=== design 1 ===
Fig. 1: design 1, sizing map
(3 px per um)
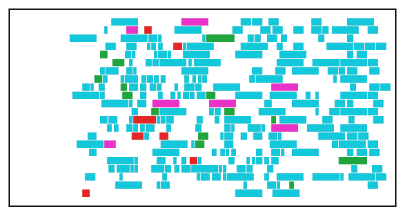

## src/rtl/vga_pkg.sv

```systemverilog
// rtl/vga_pkg.sv - shared 640x480@60 timing constants, pixel format and pipeline depth
package vga_pkg;

  localparam int H_SYNC_DEF  = 96;
  localparam int H_BACK_DEF  = 48;
  localparam int H_VALID_DEF = 640;
  localparam int H_FRONT_DEF = 16;
  localparam int V_SYNC_DEF  = 2;
  localparam int V_BACK_DEF  = 33;
  localparam int V_VALID_DEF = 480;
  localparam int V_FRONT_DEF = 10;

  localparam int RGB_R_W = 5;
  localparam int RGB_G_W = 6;
  localparam int RGB_B_W = 5;
  localparam int PIX_W   = RGB_R_W + RGB_G_W + RGB_B_W;

  localparam int CNT_W    = 12;
  localparam int PIPE_LAT = 3;

endpackage

```

## src/rtl/vga_timing_gen.sv

```systemverilog
// rtl/vga_timing_gen.sv - horizontal/vertical counters and stage-0 timing decode
// Ports: clk, rst_n (async, active low), en (0 forces counters to 0);
//        hs0/vs0 raw sync terms, act0 active-video term, fs0 first position of a frame.
module vga_timing_gen
  import vga_pkg::*;
#(
  parameter int H_SYNC  = H_SYNC_DEF,
  parameter int H_BACK  = H_BACK_DEF,
  parameter int H_VALID = H_VALID_DEF,
  parameter int H_FRONT = H_FRONT_DEF,
  parameter int V_SYNC  = V_SYNC_DEF,
  parameter int V_BACK  = V_BACK_DEF,
  parameter int V_VALID = V_VALID_DEF,
  parameter int V_FRONT = V_FRONT_DEF
) (
  input  logic clk,
  input  logic rst_n,
  input  logic en,
  output logic hs0,
  output logic vs0,
  output logic act0,
  output logic fs0
);

  localparam logic [CNT_W-1:0] H_LAST   = CNT_W'(H_SYNC + H_BACK + H_VALID + H_FRONT - 1);
  localparam logic [CNT_W-1:0] V_LAST   = CNT_W'(V_SYNC + V_BACK + V_VALID + V_FRONT - 1);
  localparam logic [CNT_W-1:0] H_SYNC_E = CNT_W'(H_SYNC);
  localparam logic [CNT_W-1:0] V_SYNC_E = CNT_W'(V_SYNC);
  localparam logic [CNT_W-1:0] H_ACT_LO = CNT_W'(H_SYNC + H_BACK);
  localparam logic [CNT_W-1:0] H_ACT_HI = CNT_W'(H_SYNC + H_BACK + H_VALID);
  localparam logic [CNT_W-1:0] V_ACT_LO = CNT_W'(V_SYNC + V_BACK);
  localparam logic [CNT_W-1:0] V_ACT_HI = CNT_W'(V_SYNC + V_BACK + V_VALID);

  logic [CNT_W-1:0] cnt_h_q, cnt_h_d;
  logic [CNT_W-1:0] cnt_v_q, cnt_v_d;

  always_comb begin
    cnt_h_d = cnt_h_q + 1'b1;
    cnt_v_d = cnt_v_q;
    if (!en) begin
      // Disabled: abandon the frame so the next one starts clean at 0/0.
      cnt_h_d = '0;
      cnt_v_d = '0;
    end else if (cnt_h_q == H_LAST) begin
      cnt_h_d = '0;
      cnt_v_d = (cnt_v_q == V_LAST) ? '0 : cnt_v_q + 1'b1;
    end
  end

  always_ff @(posedge clk or negedge rst_n) begin
    if (!rst_n) begin
      cnt_h_q <= '0;
      cnt_v_q <= '0;
    end else begin
      cnt_h_q <= cnt_h_d;
      cnt_v_q <= cnt_v_d;
    end
  end

  assign hs0  = (cnt_h_q < H_SYNC_E);
  assign vs0  = (cnt_v_q < V_SYNC_E);
  assign act0 = en && (cnt_h_q >= H_ACT_LO) && (cnt_h_q < H_ACT_HI)
                   && (cnt_v_q >= V_ACT_LO) && (cnt_v_q < V_ACT_HI);
  assign fs0  = en && (cnt_h_q == '0) && (cnt_v_q == '0);

endmodule

```

## src/rtl/vga_sobel_reader.sv

```systemverilog
// rtl/vga_sobel_reader.sv - VGA timing plus SDRAM read-FIFO pixel fetch for the Sobel display path
// Ports: clk, rst_n (async, active low), en (display enable);
//        sdram_rd_empty/sdram_rd_data from the read FIFO (1-cycle q latency), sdram_rd_en request;
//        vga_hsync/vga_vsync (active low), vga_de, vga_rgb (RGB565), frame_start pulse,
//        underflow (sticky until the next frame_start).
module vga_sobel_reader
  import vga_pkg::*;
#(
  parameter int H_SYNC  = H_SYNC_DEF,
  parameter int H_BACK  = H_BACK_DEF,
  parameter int H_VALID = H_VALID_DEF,
  parameter int H_FRONT = H_FRONT_DEF,
  parameter int V_SYNC  = V_SYNC_DEF,
  parameter int V_BACK  = V_BACK_DEF,
  parameter int V_VALID = V_VALID_DEF,
  parameter int V_FRONT = V_FRONT_DEF
) (
  input  logic             clk,
  input  logic             rst_n,
  input  logic             en,
  input  logic             sdram_rd_empty,
  input  logic [PIX_W-1:0] sdram_rd_data,
  output logic             sdram_rd_en,
  output logic             vga_hsync,
  output logic             vga_vsync,
  output logic             vga_de,
  output logic [PIX_W-1:0] vga_rgb,
  output logic             frame_start,
  output logic             underflow
);

  logic hs0, vs0, act0, fs0;

  vga_timing_gen #(
    .H_SYNC (H_SYNC),  .H_BACK (H_BACK),  .H_VALID(H_VALID), .H_FRONT(H_FRONT),
    .V_SYNC (V_SYNC),  .V_BACK (V_BACK),  .V_VALID(V_VALID), .V_FRONT(V_FRONT)
  ) u_timing (
    .clk  (clk),
    .rst_n(rst_n),
    .en   (en),
    .hs0  (hs0),
    .vs0  (vs0),
    .act0 (act0),
    .fs0  (fs0)
  );

  // act1 doubles as the FIFO request: the read issued in stage 1 returns q in stage 2.
  logic hs1_q, vs1_q, act1_q, fs1_q;
  logic hs1_d, vs1_d, act1_d, fs1_d;
  logic hs2_q, vs2_q, act2_q, fs2_q;
  logic hs2_d, vs2_d, act2_d, fs2_d;
  logic             hsync_q, vsync_q, de_q, fs_q, uf_q;
  logic             hsync_d, vsync_d, de_d, fs_d, uf_d;
  logic [PIX_W-1:0] rgb_q, rgb_d;

  always_comb begin
    hs1_d   = hs0;
    vs1_d   = vs0;
    act1_d  = act0;
    fs1_d   = fs0;
    hs2_d   = hs1_q;
    vs2_d   = vs1_q;
    act2_d  = act1_q;
    fs2_d   = fs1_q;
    hsync_d = ~hs2_q;
    vsync_d = ~vs2_q;
    de_d    = act2_q;
    fs_d    = fs2_q;
    // Stale q is shown on an underflowed pixel; no substitution.
    rgb_d   = act2_q ? sdram_rd_data : '0;
    // fs2 clears so underflow reads 0 alongside frame_start; a same-edge set wins.
    uf_d    = (act1_q && sdram_rd_empty) || (uf_q && !fs2_q);
  end

  always_ff @(posedge clk or negedge rst_n) begin
    if (!rst_n) begin
      hs1_q   <= 1'b0;
      vs1_q   <= 1'b0;
      act1_q  <= 1'b0;
      fs1_q   <= 1'b0;
      hs2_q   <= 1'b0;
      vs2_q   <= 1'b0;
      act2_q  <= 1'b0;
      fs2_q   <= 1'b0;
      hsync_q <= 1'b1;
      vsync_q <= 1'b1;
      de_q    <= 1'b0;
      fs_q    <= 1'b0;
      uf_q    <= 1'b0;
      rgb_q   <= '0;
    end else begin
      hs1_q   <= hs1_d;
      vs1_q   <= vs1_d;
      act1_q  <= act1_d;
      fs1_q   <= fs1_d;
      hs2_q   <= hs2_d;
      vs2_q   <= vs2_d;
      act2_q  <= act2_d;
      fs2_q   <= fs2_d;
      hsync_q <= hsync_d;
      vsync_q <= vsync_d;
      de_q    <= de_d;
      fs_q    <= fs_d;
      uf_q    <= uf_d;
      rgb_q   <= rgb_d;
    end
  end

  assign sdram_rd_en = act1_q;
  assign vga_hsync   = hsync_q;
  assign vga_vsync   = vsync_q;
  assign vga_de      = de_q;
  assign vga_rgb     = rgb_q;
  assign frame_start = fs_q;
  assign underflow   = uf_q;

endmodule

```

## config.mk

```make
export PLATFORM = sky130hd
export DESIGN_NAME = vga_sobel_reader
export DESIGN_NICKNAME = d
export VERILOG_FILES = /design/src/rtl/vga_pkg.sv /design/src/rtl/vga_timing_gen.sv /design/src/rtl/vga_sobel_reader.sv
export SDC_FILE = /design/constraint.sdc
export NUM_CORES = 1
export LEC_CHECK = 0
export CORE_ASPECT_RATIO = 0.5
export CORE_MARGIN = 1
export CORE_UTILIZATION = 30
export DETAILED_ROUTE_END_ITERATION = 16
export GPL_ROUTABILITY_DRIVEN = 1
export GPL_TIMING_DRIVEN = 0
export PLACE_DENSITY = 0.5
export SLEW_MARGIN = 20
export SYNTH_ARGS = -nofsm -noshare
export SYNTH_HDL_FRONTEND = slang
export SYNTH_SLANG_ARGS = --single-unit
```

## constraint.sdc

```tcl
create_clock -name clk -period 3.7 [get_ports clk]
set_input_delay 0.555 -clock clk [delete_from_list [all_inputs] [get_ports clk]]
set_output_delay 0.555 -clock clk [all_outputs]
set_load 0.02 [all_outputs]
```

=== design 2 ===
$ cat src/rtl/load_align_unit.sv
// Load alignment unit: turns a byte-addressed RISC-V load into one or two word
// reads on a synchronous RAM port and returns the shifted, extended result.
module load_align_unit (
    input  logic        clk,
    input  logic        rst,
    input  logic        req_valid,
    output logic        req_ready,
    input  logic [31:0] req_addr,
    input  logic [2:0]  req_type,
    output logic        resp_valid,
    output logic [31:0] resp_data,
    output logic        resp_err,
    output logic        mem_en,
    output logic [29:0] mem_addr,
    input  logic [31:0] mem_rd
);

    typedef enum logic [2:0] {
        IDLE = 3'd0,
        RD0  = 3'd1,
        CAP0 = 3'd2,
        CAP1 = 3'd3,
        DONE = 3'd4
    } state_t;

    state_t      state;
    state_t      state_nxt;
    logic [1:0]  off;
    logic [2:0]  ltype;
    logic [29:0] w;
    logic [31:0] lo;
    logic        split;

    // Only word loads off alignment and halfword loads in the top byte lane cross a word.
    function automatic logic is_split(input logic [2:0] t, input logic [1:0] o);
        case (t)
            3'b010:         is_split = (o != 2'd0);
            3'b001, 3'b101: is_split = (o == 2'd3);
            default:        is_split = 1'b0;
        endcase
    endfunction

    // Returns {err, data}: shift the two-word window down by the byte offset, then extend.
    function automatic logic [32:0] align(input logic [2:0] t, input logic [1:0] o,
                                          input logic [31:0] h, input logic [31:0] l);
        logic [31:0] v;
        v = 32'({h, l} >> {o, 3'b000});
        case (t)
            3'b000:  align = {1'b0, {24{v[7]}}, v[7:0]};
            3'b001:  align = {1'b0, {16{v[15]}}, v[15:0]};
            3'b010:  align = {1'b0, v};
            3'b100:  align = {1'b0, 24'd0, v[7:0]};
            3'b101:  align = {1'b0, 16'd0, v[15:0]};
            default: align = {1'b1, 32'd0};
        endcase
    endfunction

    assign split = is_split(ltype, off);

    // State register.
    always_ff @(posedge clk or posedge rst) begin
        if (rst) begin
            state <= IDLE;
        end else begin
            state <= state_nxt;
        end
    end

    // Next-state logic.
    always_comb begin
        state_nxt = state;
        case (state)
            IDLE: begin
                if (req_valid) begin
                    state_nxt = RD0;
                end else begin
                    state_nxt = IDLE;
                end
            end
            RD0: state_nxt = CAP0;
            CAP0: begin
                if (split) begin
                    state_nxt = CAP1;
                end else begin
                    state_nxt = DONE;
                end
            end
            CAP1:    state_nxt = DONE;
            DONE:    state_nxt = IDLE;
            default: state_nxt = IDLE;
        endcase
    end

    // Registered datapath and outputs. The second word address is issued while
    // the first read is in flight so the RAM sees two back-to-back reads.
    always_ff @(posedge clk or posedge rst) begin
        if (rst) begin
            req_ready  <= 1'b1;
            resp_valid <= 1'b0;
            resp_data  <= 32'd0;
            resp_err   <= 1'b0;
            mem_en     <= 1'b0;
            mem_addr   <= 30'd0;
            off        <= 2'd0;
            ltype      <= 3'd0;
            w          <= 30'd0;
            lo         <= 32'd0;
        end else begin
            case (state)
                IDLE: begin
                    if (req_valid) begin
                        off       <= req_addr[1:0];
                        ltype     <= req_type;
                        w         <= req_addr[31:2];
                        mem_addr  <= req_addr[31:2];
                        mem_en    <= 1'b1;
                        req_ready <= 1'b0;
                    end
                end
                RD0: begin
                    if (split) begin
                        mem_addr <= w + 30'd1;
                    end else begin
                        mem_en <= 1'b0;
                    end
                end
                CAP0: begin
                    lo     <= mem_rd;
                    mem_en <= 1'b0;
                    if (!split) begin
                        {resp_err, resp_data} <= align(ltype, off, 32'd0, mem_rd);
                        resp_valid            <= 1'b1;
                    end
                end
                CAP1: begin
                    {resp_err, resp_data} <= align(ltype, off, mem_rd, lo);
                    resp_valid            <= 1'b1;
                end
                DONE: begin
                    resp_valid <= 1'b0;
                    req_ready  <= 1'b1;
                end
                default: begin
                    resp_valid <= 1'b0;
                    req_ready  <= 1'b1;
                    mem_en     <= 1'b0;
                end
            endcase
        end
    end

endmodule

$ cat config.mk
export PLATFORM = sky130hd
export DESIGN_NAME = load_align_unit
export DESIGN_NICKNAME = d
export VERILOG_FILES = /design/src/rtl/load_align_unit.sv
export SDC_FILE = /design/constraint.sdc
export NUM_CORES = 1
export LEC_CHECK = 0
export CORE_ASPECT_RATIO = 1.1
export CORE_UTILIZATION = 53
export DETAILED_ROUTE_END_ITERATION = 10
export GPL_ROUTABILITY_DRIVEN = 1
export PLACE_DENSITY = 0.91
export SLEW_MARGIN = 20
export SYNTH_ARGS = -nofsm -noshare
export SYNTH_HDL_FRONTEND = slang
export SYNTH_SLANG_ARGS = --single-unit
export TNS_END_PERCENT = 5
$ cat constraint.sdc
create_clock -name clk -period 7.6 [get_ports clk]
set_input_delay 1.52 -clock clk [delete_from_list [all_inputs] [get_ports clk]]
set_output_delay 1.52 -clock clk [all_outputs]
set_load 0.005 [all_outputs]
=== design 3 ===
`src/rtl/digit_uart_reporter.sv`:
```
// digit_uart_reporter: reads the predicted digit after each inference, turns
// it into ASCII (optionally followed by CR LF) and sends it as 8N1 UART.
// tx, sent and busy-release are registered one cycle behind the state
// machine. This keeps tx glitch-free and places every output edge exactly
// one clock after the state edge that causes it.
module digit_uart_reporter #(
  parameter int CLKS_PER_BIT = 868,
  parameter bit SEND_CRLF    = 1'b1
) (
  input  logic       clk,
  input  logic       rst_n,
  input  logic       inference_done,
  output logic       ram_rd_addr,
  input  logic [7:0] ram_rd_data,
  output logic       tx,
  output logic       busy,
  output logic       sent
);

  localparam int CW = (CLKS_PER_BIT > 2) ? $clog2(CLKS_PER_BIT) : 1;
  localparam logic [CW-1:0] CNT_LAST = CW'(CLKS_PER_BIT - 1);

  typedef enum logic [2:0] {IDLE, RD_WAIT, RD_CAP, START, DATA, STOP} state_t;

  state_t        state, next_state;
  logic [CW-1:0] clk_cnt;
  logic [2:0]    bit_idx;
  logic [1:0]    byte_idx;
  logic [1:0]    msg_len;
  logic [7:0]    char0;
  logic          pending;
  logic          fin;

  logic          bit_end;
  logic          last_byte;
  logic          last_stop;
  logic          accept;
  logic [7:0]    cur_byte;

  // Digits map to '0'..'9'; any out-of-range nibble is reported as '?'.
  function automatic logic [7:0] to_ascii(input logic [3:0] d);
    if (d <= 4'd9) return 8'h30 + {4'h0, d};
    else           return 8'h3F;
  endfunction

  assign ram_rd_addr = 1'b0;
  assign bit_end     = (clk_cnt == CNT_LAST);
  assign last_byte   = (byte_idx == msg_len - 2'd1);
  assign last_stop   = (state == STOP) && bit_end && last_byte;
  assign accept      = (state == IDLE) && (inference_done || pending);

  // Byte currently on the wire: the digit, then CR, then LF.
  always_comb begin
    cur_byte = char0;
    if (byte_idx == 2'd1)      cur_byte = 8'h0D;
    else if (byte_idx == 2'd2) cur_byte = 8'h0A;
  end

  // Next-state logic.
  always_comb begin
    next_state = state;
    case (state)
      IDLE:    if (inference_done || pending) next_state = RD_WAIT;
      RD_WAIT: next_state = RD_CAP;
      RD_CAP:  next_state = START;
      START:   if (bit_end) next_state = DATA;
      DATA:    if (bit_end && bit_idx == 3'd7) next_state = STOP;
      STOP:    if (bit_end) next_state = last_byte ? IDLE : START;
      default: next_state = IDLE;
    endcase
  end

  // State register.
  always_ff @(posedge clk or negedge rst_n) begin
    if (!rst_n) state <= IDLE;
    else        state <= next_state;
  end

  // Bit-time counter, bit/byte indices and captured message.
  always_ff @(posedge clk or negedge rst_n) begin
    if (!rst_n) begin
      clk_cnt  <= '0;
      bit_idx  <= '0;
      byte_idx <= '0;
      msg_len  <= '0;
      char0    <= '0;
    end else begin
      if (state == START || state == DATA || state == STOP)
        clk_cnt <= bit_end ? '0 : clk_cnt + 1'b1;
      else
        clk_cnt <= '0;
      if (state == START)                bit_idx <= '0;
      else if (state == DATA && bit_end) bit_idx <= bit_idx + 3'd1;
      if (state == RD_CAP) begin
        char0    <= to_ascii(ram_rd_data[3:0]);
        msg_len  <= SEND_CRLF ? 2'd3 : 2'd1;
        byte_idx <= '0;
      end else if (state == STOP && bit_end && !last_byte) begin
        byte_idx <= byte_idx + 2'd1;
      end
    end
  end

  // Registered line driver and completion handshake.
  always_ff @(posedge clk or negedge rst_n) begin
    if (!rst_n) begin
      tx      <= 1'b1;
      fin     <= 1'b0;
      sent    <= 1'b0;
      busy    <= 1'b0;
      pending <= 1'b0;
    end else begin
      if (state == START)     tx <= 1'b0;
      else if (state == DATA) tx <= cur_byte[bit_idx];
      else                    tx <= 1'b1;
      fin  <= last_stop;
      sent <= fin;
      if (accept)   busy <= 1'b1;
      else if (fin) busy <= 1'b0;
      if (accept)              pending <= 1'b0;
      else if (inference_done) pending <= 1'b1;
    end
  end

endmodule

```
`config.mk`:
```
export PLATFORM = sky130hd
export DESIGN_NAME = digit_uart_reporter
export DESIGN_NICKNAME = d
export VERILOG_FILES = /design/src/rtl/digit_uart_reporter.sv
export SDC_FILE = /design/constraint.sdc
export NUM_CORES = 1
export LEC_CHECK = 0
export ABC_AREA = 1
export CORE_MARGIN = 2
export CORE_UTILIZATION = 55
export DETAILED_ROUTE_END_ITERATION = 8
export HOLD_SLACK_MARGIN = 0.06
export PLACE_DENSITY = 0.77
export SLEW_MARGIN = 25
export SYNTH_ARGS = -nofsm -noshare
export SYNTH_HDL_FRONTEND = slang
export SYNTH_SLANG_ARGS = --single-unit
```
`constraint.sdc`:
```
create_clock -name clk -period 3.5 [get_ports clk]
set_input_delay 0.525 -clock clk [delete_from_list [all_inputs] [get_ports clk]]
set_output_delay 0.525 -clock clk [all_outputs]
set_load 0.05 [all_outputs]
```
Fig. 2: design 3, the clock network
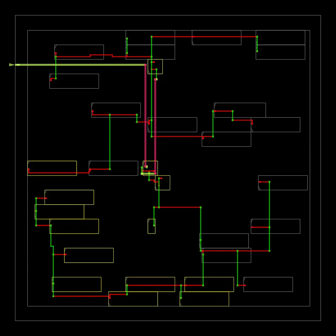
clock latency on the worst-skew pair: 330 ps
FF+latch count: 28
CTS Buf Count: 3
clock buffer count in the final layout: 4

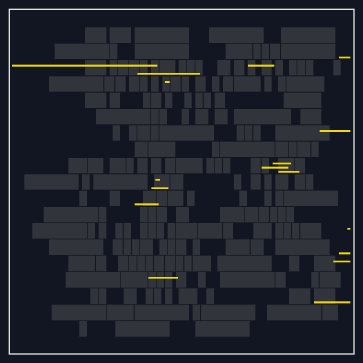
Fig. 3. The metal 3 layer (design 3).
(6 px per um) Cells faint in the background.
wire length on this layer = 76.1 um
share of all routed wire = 2.8%
main direction = horizontal
longest straight run = 23.9 um

==> run summary, design 3 <==
GR Util met1 - 25.3%
Outcome - finished, final reports clean
FP Rows - 19
Yosys Chip Area - 0.00156 sq mm
Fin nets - 222
Initial Util - 57.0%
P_sw - 0.479 mW
Logic area - 729 sq um
Core ar. - 0.00273 sq mm
Met3 wire length - 76 um
CTS root buffer - clkbuf_4
Adder share - 4.02%
Biggest area cells - dfrtp_1, nand2_1, inv_1
Met3 usage - 2.04%
Post-detailed-route count of antenna-violating nets - 0
Critical Path Source - tx$_DFF_PN1_
Comb/total area - 42.6%
M2 GR Usage - 31.7%
Signal buffers - 10
R2R Setup Slk - 2030 ps
IO Pins - 15
Setup Slack @ Placement - 1690 ps
Cell Int Power - 0.627 mW
Main flop type - dfrtp_1
Post-route cell area - 0.00171 sq mm
Worst hold path class - register to register
Post-Synth XOR/XNOR Area - 1.69%
WL per Instance - 11.7 um
Non-clock buffers, area share - 5.70%
Vias in the first global route - 1195
N_diodes - 0
CP endpoint - tx
Top power group - combinational cells
Slowest CP cell - clkdlybuf4s50_1
Fin crit period - 2180 ps
Pwr per Cell Area - 646 mW/mm^2
Sw frac - 43.3%
Net Count, Synth - 208
RePlAce Congestion - 0.872
Largest delay share family, worst path - buffers and inverters
PortBufs - 9
Clk tree area frac - 1.53%
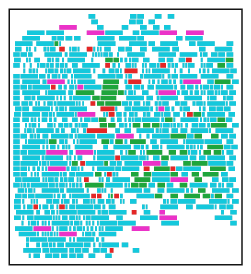
Fig. 4. Sizing map (design 2).
(2 px per um)
magenta -> drive 6 and up  # cells 21, share 2.3%
green -> drive 2  # cells 66, share 7.3%
cyan -> drive 1 or less  # cells 788, share 87%
red -> drive 3 to 4  # cells 26, share 2.9%

==> run summary, design 2 <==
Worst setup margin - 4040 ps
PortBufs - 135
Most common cell in the netlist - nand2_1
FF+latch count - 136
Clock buffer count in the final layout - 17
Worst r2r path cells - 6
Layout cells sized above 1 - 12.5%
Clock Tree Buf Depth - 2
WL per Instance - 19.3 um
Biggest area cells - dfrtp_1, nand2_1, mux2i_1
Critical Path Source - mem_rd[31]
Cell count listed in synth_stat.txt - 778
Clk tree area frac - 6.02%
Post-Synth XOR/XNOR Area - 2.91%
R2R Setup Slk - 4460 ps
Metal2 WL - 10600 um
Clock latency on the worst-skew pair - 430 ps
Basic Gates by Area - 16.8%
CTS root buffer - clkbuf_16
Core ar. - 0.0139 sq mm
P_sw - 1.64 mW
Seq pwr share - 34.8%
CP arrival - 3880 ps
Startpoint Class - primary input
Post-layout util - 68.7%
Worst clock skew - 7.52 ps
WP buf/inv - 1
MUX area fraction - 17.0%
Invs w/o clock - 10
Max incr delay on CP - 550 ps
IO Pins - 136
Dpl hpwl - 14200 um
Adder share - 0.166%
Hold EP - mem_addr[4]$_DFFE_PP0P_
Die X - 116 um
Post-synthesis cell count - 778
Yosys Chip Area - 0.00753 sq mm
Vias in the first global route - 6766
Met1 WL - 8030 um
First-pass GRT wire length - 34000 um
Outcome - finished, final reports clean
Fin nets - 959
Reg2reg start - off[1]$_DFFE_PP0N_
Residual DRC - 0
Hold Startpoint - mem_addr[4]$_DFFE_PP0P_
Cell Int Power - 2.48 mW
Net Count, Synth - 849
Layout filler cell count - 1051
# H-tree levels - 4
Cells after DPL - 1057
Worst hold path class - register to register
Tot Pwr - 4.11 mW
Met3 usage - 7.59%
N_diodes - 0
Average size of a mapped cell - 9.67 sq um
Post-detailed-route count of antenna-violating nets - 0
Most frequent cells in the layout - nand2_1, clkdlybuf4s50_1, dfrtp_1, o21ai_0, mux2i_1
Slowest CP cell - mux4_2
AO/OA Area Share - 14.0%
Largest delay share family, worst path - AND-OR/OR-AND gates
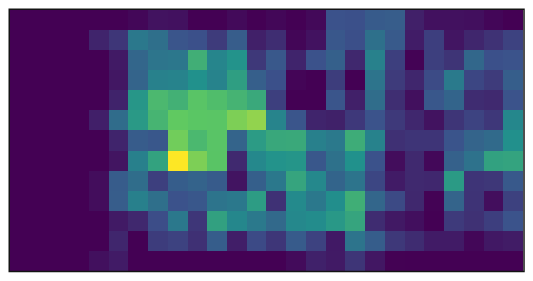
Fig. 5. Routed metal per tile (design 1).
(4 px per um) The die is cut into 26 by 13 equal tiles; dark purple is low, yellow is high, scaled to the fullest tile. Values are wire area over tile area, all layers added.
nearly empty tiles = 28%
mean over tiles = 0.098
densest ninth of the die = middle
tiles over half the peak = 12%
Total Wirelength: 5210 um
Vias: 1818

Notes on Fig. 1 above:
cyan -> drive 1 or less  # cells 244, share 90%
red -> drive 3 to 4  # cells 7, share 2.6%
magenta -> drive 6 and up  # cells 7, share 2.6%
green -> drive 2  # cells 14, share 5.1%
Signal buffers: 50
worst setup margin: 1460 ps
post-route cell area: 0.00308 sq mm
Layout area overhead: 28.9%

==> run summary, design 1 <==
Async SR Flop Fraction - 100%
Warnings from Yosys - 0
Cell Int Power - 0.863 mW
P_sw - 0.240 mW
Clock buffer count in the final layout - 5
Max layer used - met4
Biggest area cells - dfrtp_1, and2_1, nor2_1
Initial DRC count - 123
Invs w/o clock - 12
Post-synthesis cell count - 223
Layout filler cell count - 731
Fin. max-slew vios - 0
Clock power share - 41.7%
Seq power - 0.590 mW
MUX area fraction - 0.470%
Non-filler instance count after layout - 380
Sum Neg Setup Slack - 0 ps
CTS root buffer - clkbuf_16
Met3 usage - 3.34%
Drt first pass iters - 4
Tool warning count - 28
Yosys Chip Area - 0.00239 sq mm
PortBufs - 41
Commonest cells in the netlist - dfrtp_1, nor2_1, and2_1
Post-CTS resize count - 0
Max reg flops - 16
Flip-flop and latch area - 0.00133 sq mm
Most frequent cells in the layout - dfrtp_1, clkdlybuf4s50_1, nor2_1, and2_1
Cell Area, Placed - 0.00294 sq mm
Max incr delay on CP - 670 ps
Cells after DPL - 372
Initial antenna violation count - 0
Die X - 128 um
R2R Setup Slk - 1720 ps
Die Size - 0.00836 sq mm
Worst r2r path cells - 4
CP endpoint - u_timing.cnt_v_q[11]$_DFFE_PN0P_
Clock latency on the worst-skew pair - 290 ps
Cell count listed in synth_stat.txt - 223
Outcome - finished, final reports clean
Worst-path maximum fanout - 10
RePlAce Congestion - 0.832
RSZ-0062 raised after global routing - false
CP arrival - 2440 ps
Clk pin slew, worst setup/hold paths - 70 ps
Top power group - registers
Adder share - 2.09%
Net Count, Synth - 247
IO Pins - 42
Post-layout util - 41.0%
Pwr per Cell Area - 358 mW/mm^2
Total gr overflow - 0
Layout cells sized above 1 - 10.3%
WP buf/inv - 2
# setup viols final - 0
Cell Type Count - 48
CP Depth - 5
Vias/cell - 4.78
Average size of a mapped cell - 10.7 sq um
Max_slew headroom - 54.6%
FF+latch count - 53
CP required - 3910 ps
Worst hold path class - primary input to asynchronous set/reset pin
Gate power share - 4.9%
Residual DRC - 0
Clock Tree Buf Depth - 2
Synthesized area - 0.00239 sq mm

==> screenshots <==
Cells coloured by class.
(a)
(8 px per um)
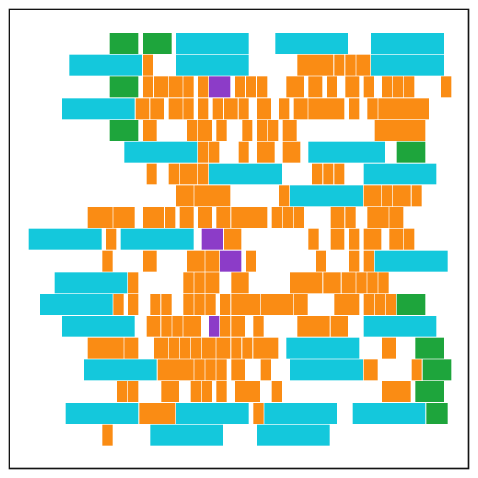
(b)
(4 px per um)
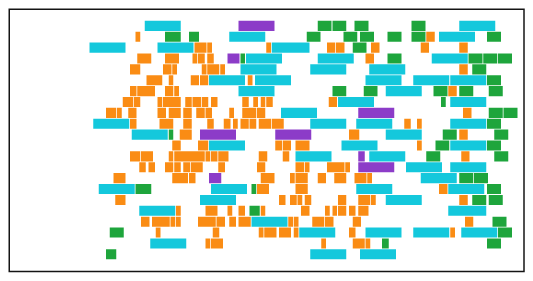
(c)
(4 px per um)
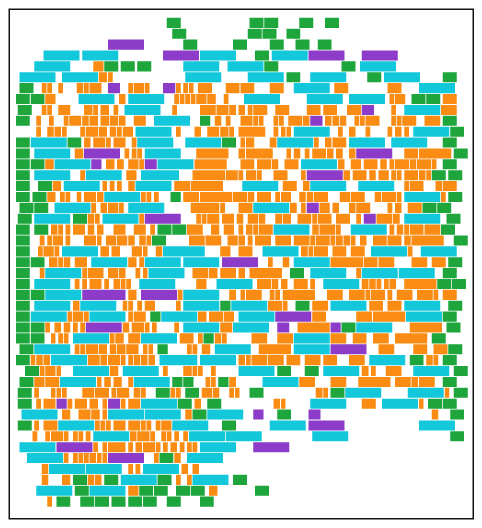
| from | picture |
|---|---|
| design 2 | (c) |
| design 3 | (a) |
| design 1 | (b) |


Power figures rest on the tool's default switching activity, not on a simulated workload.
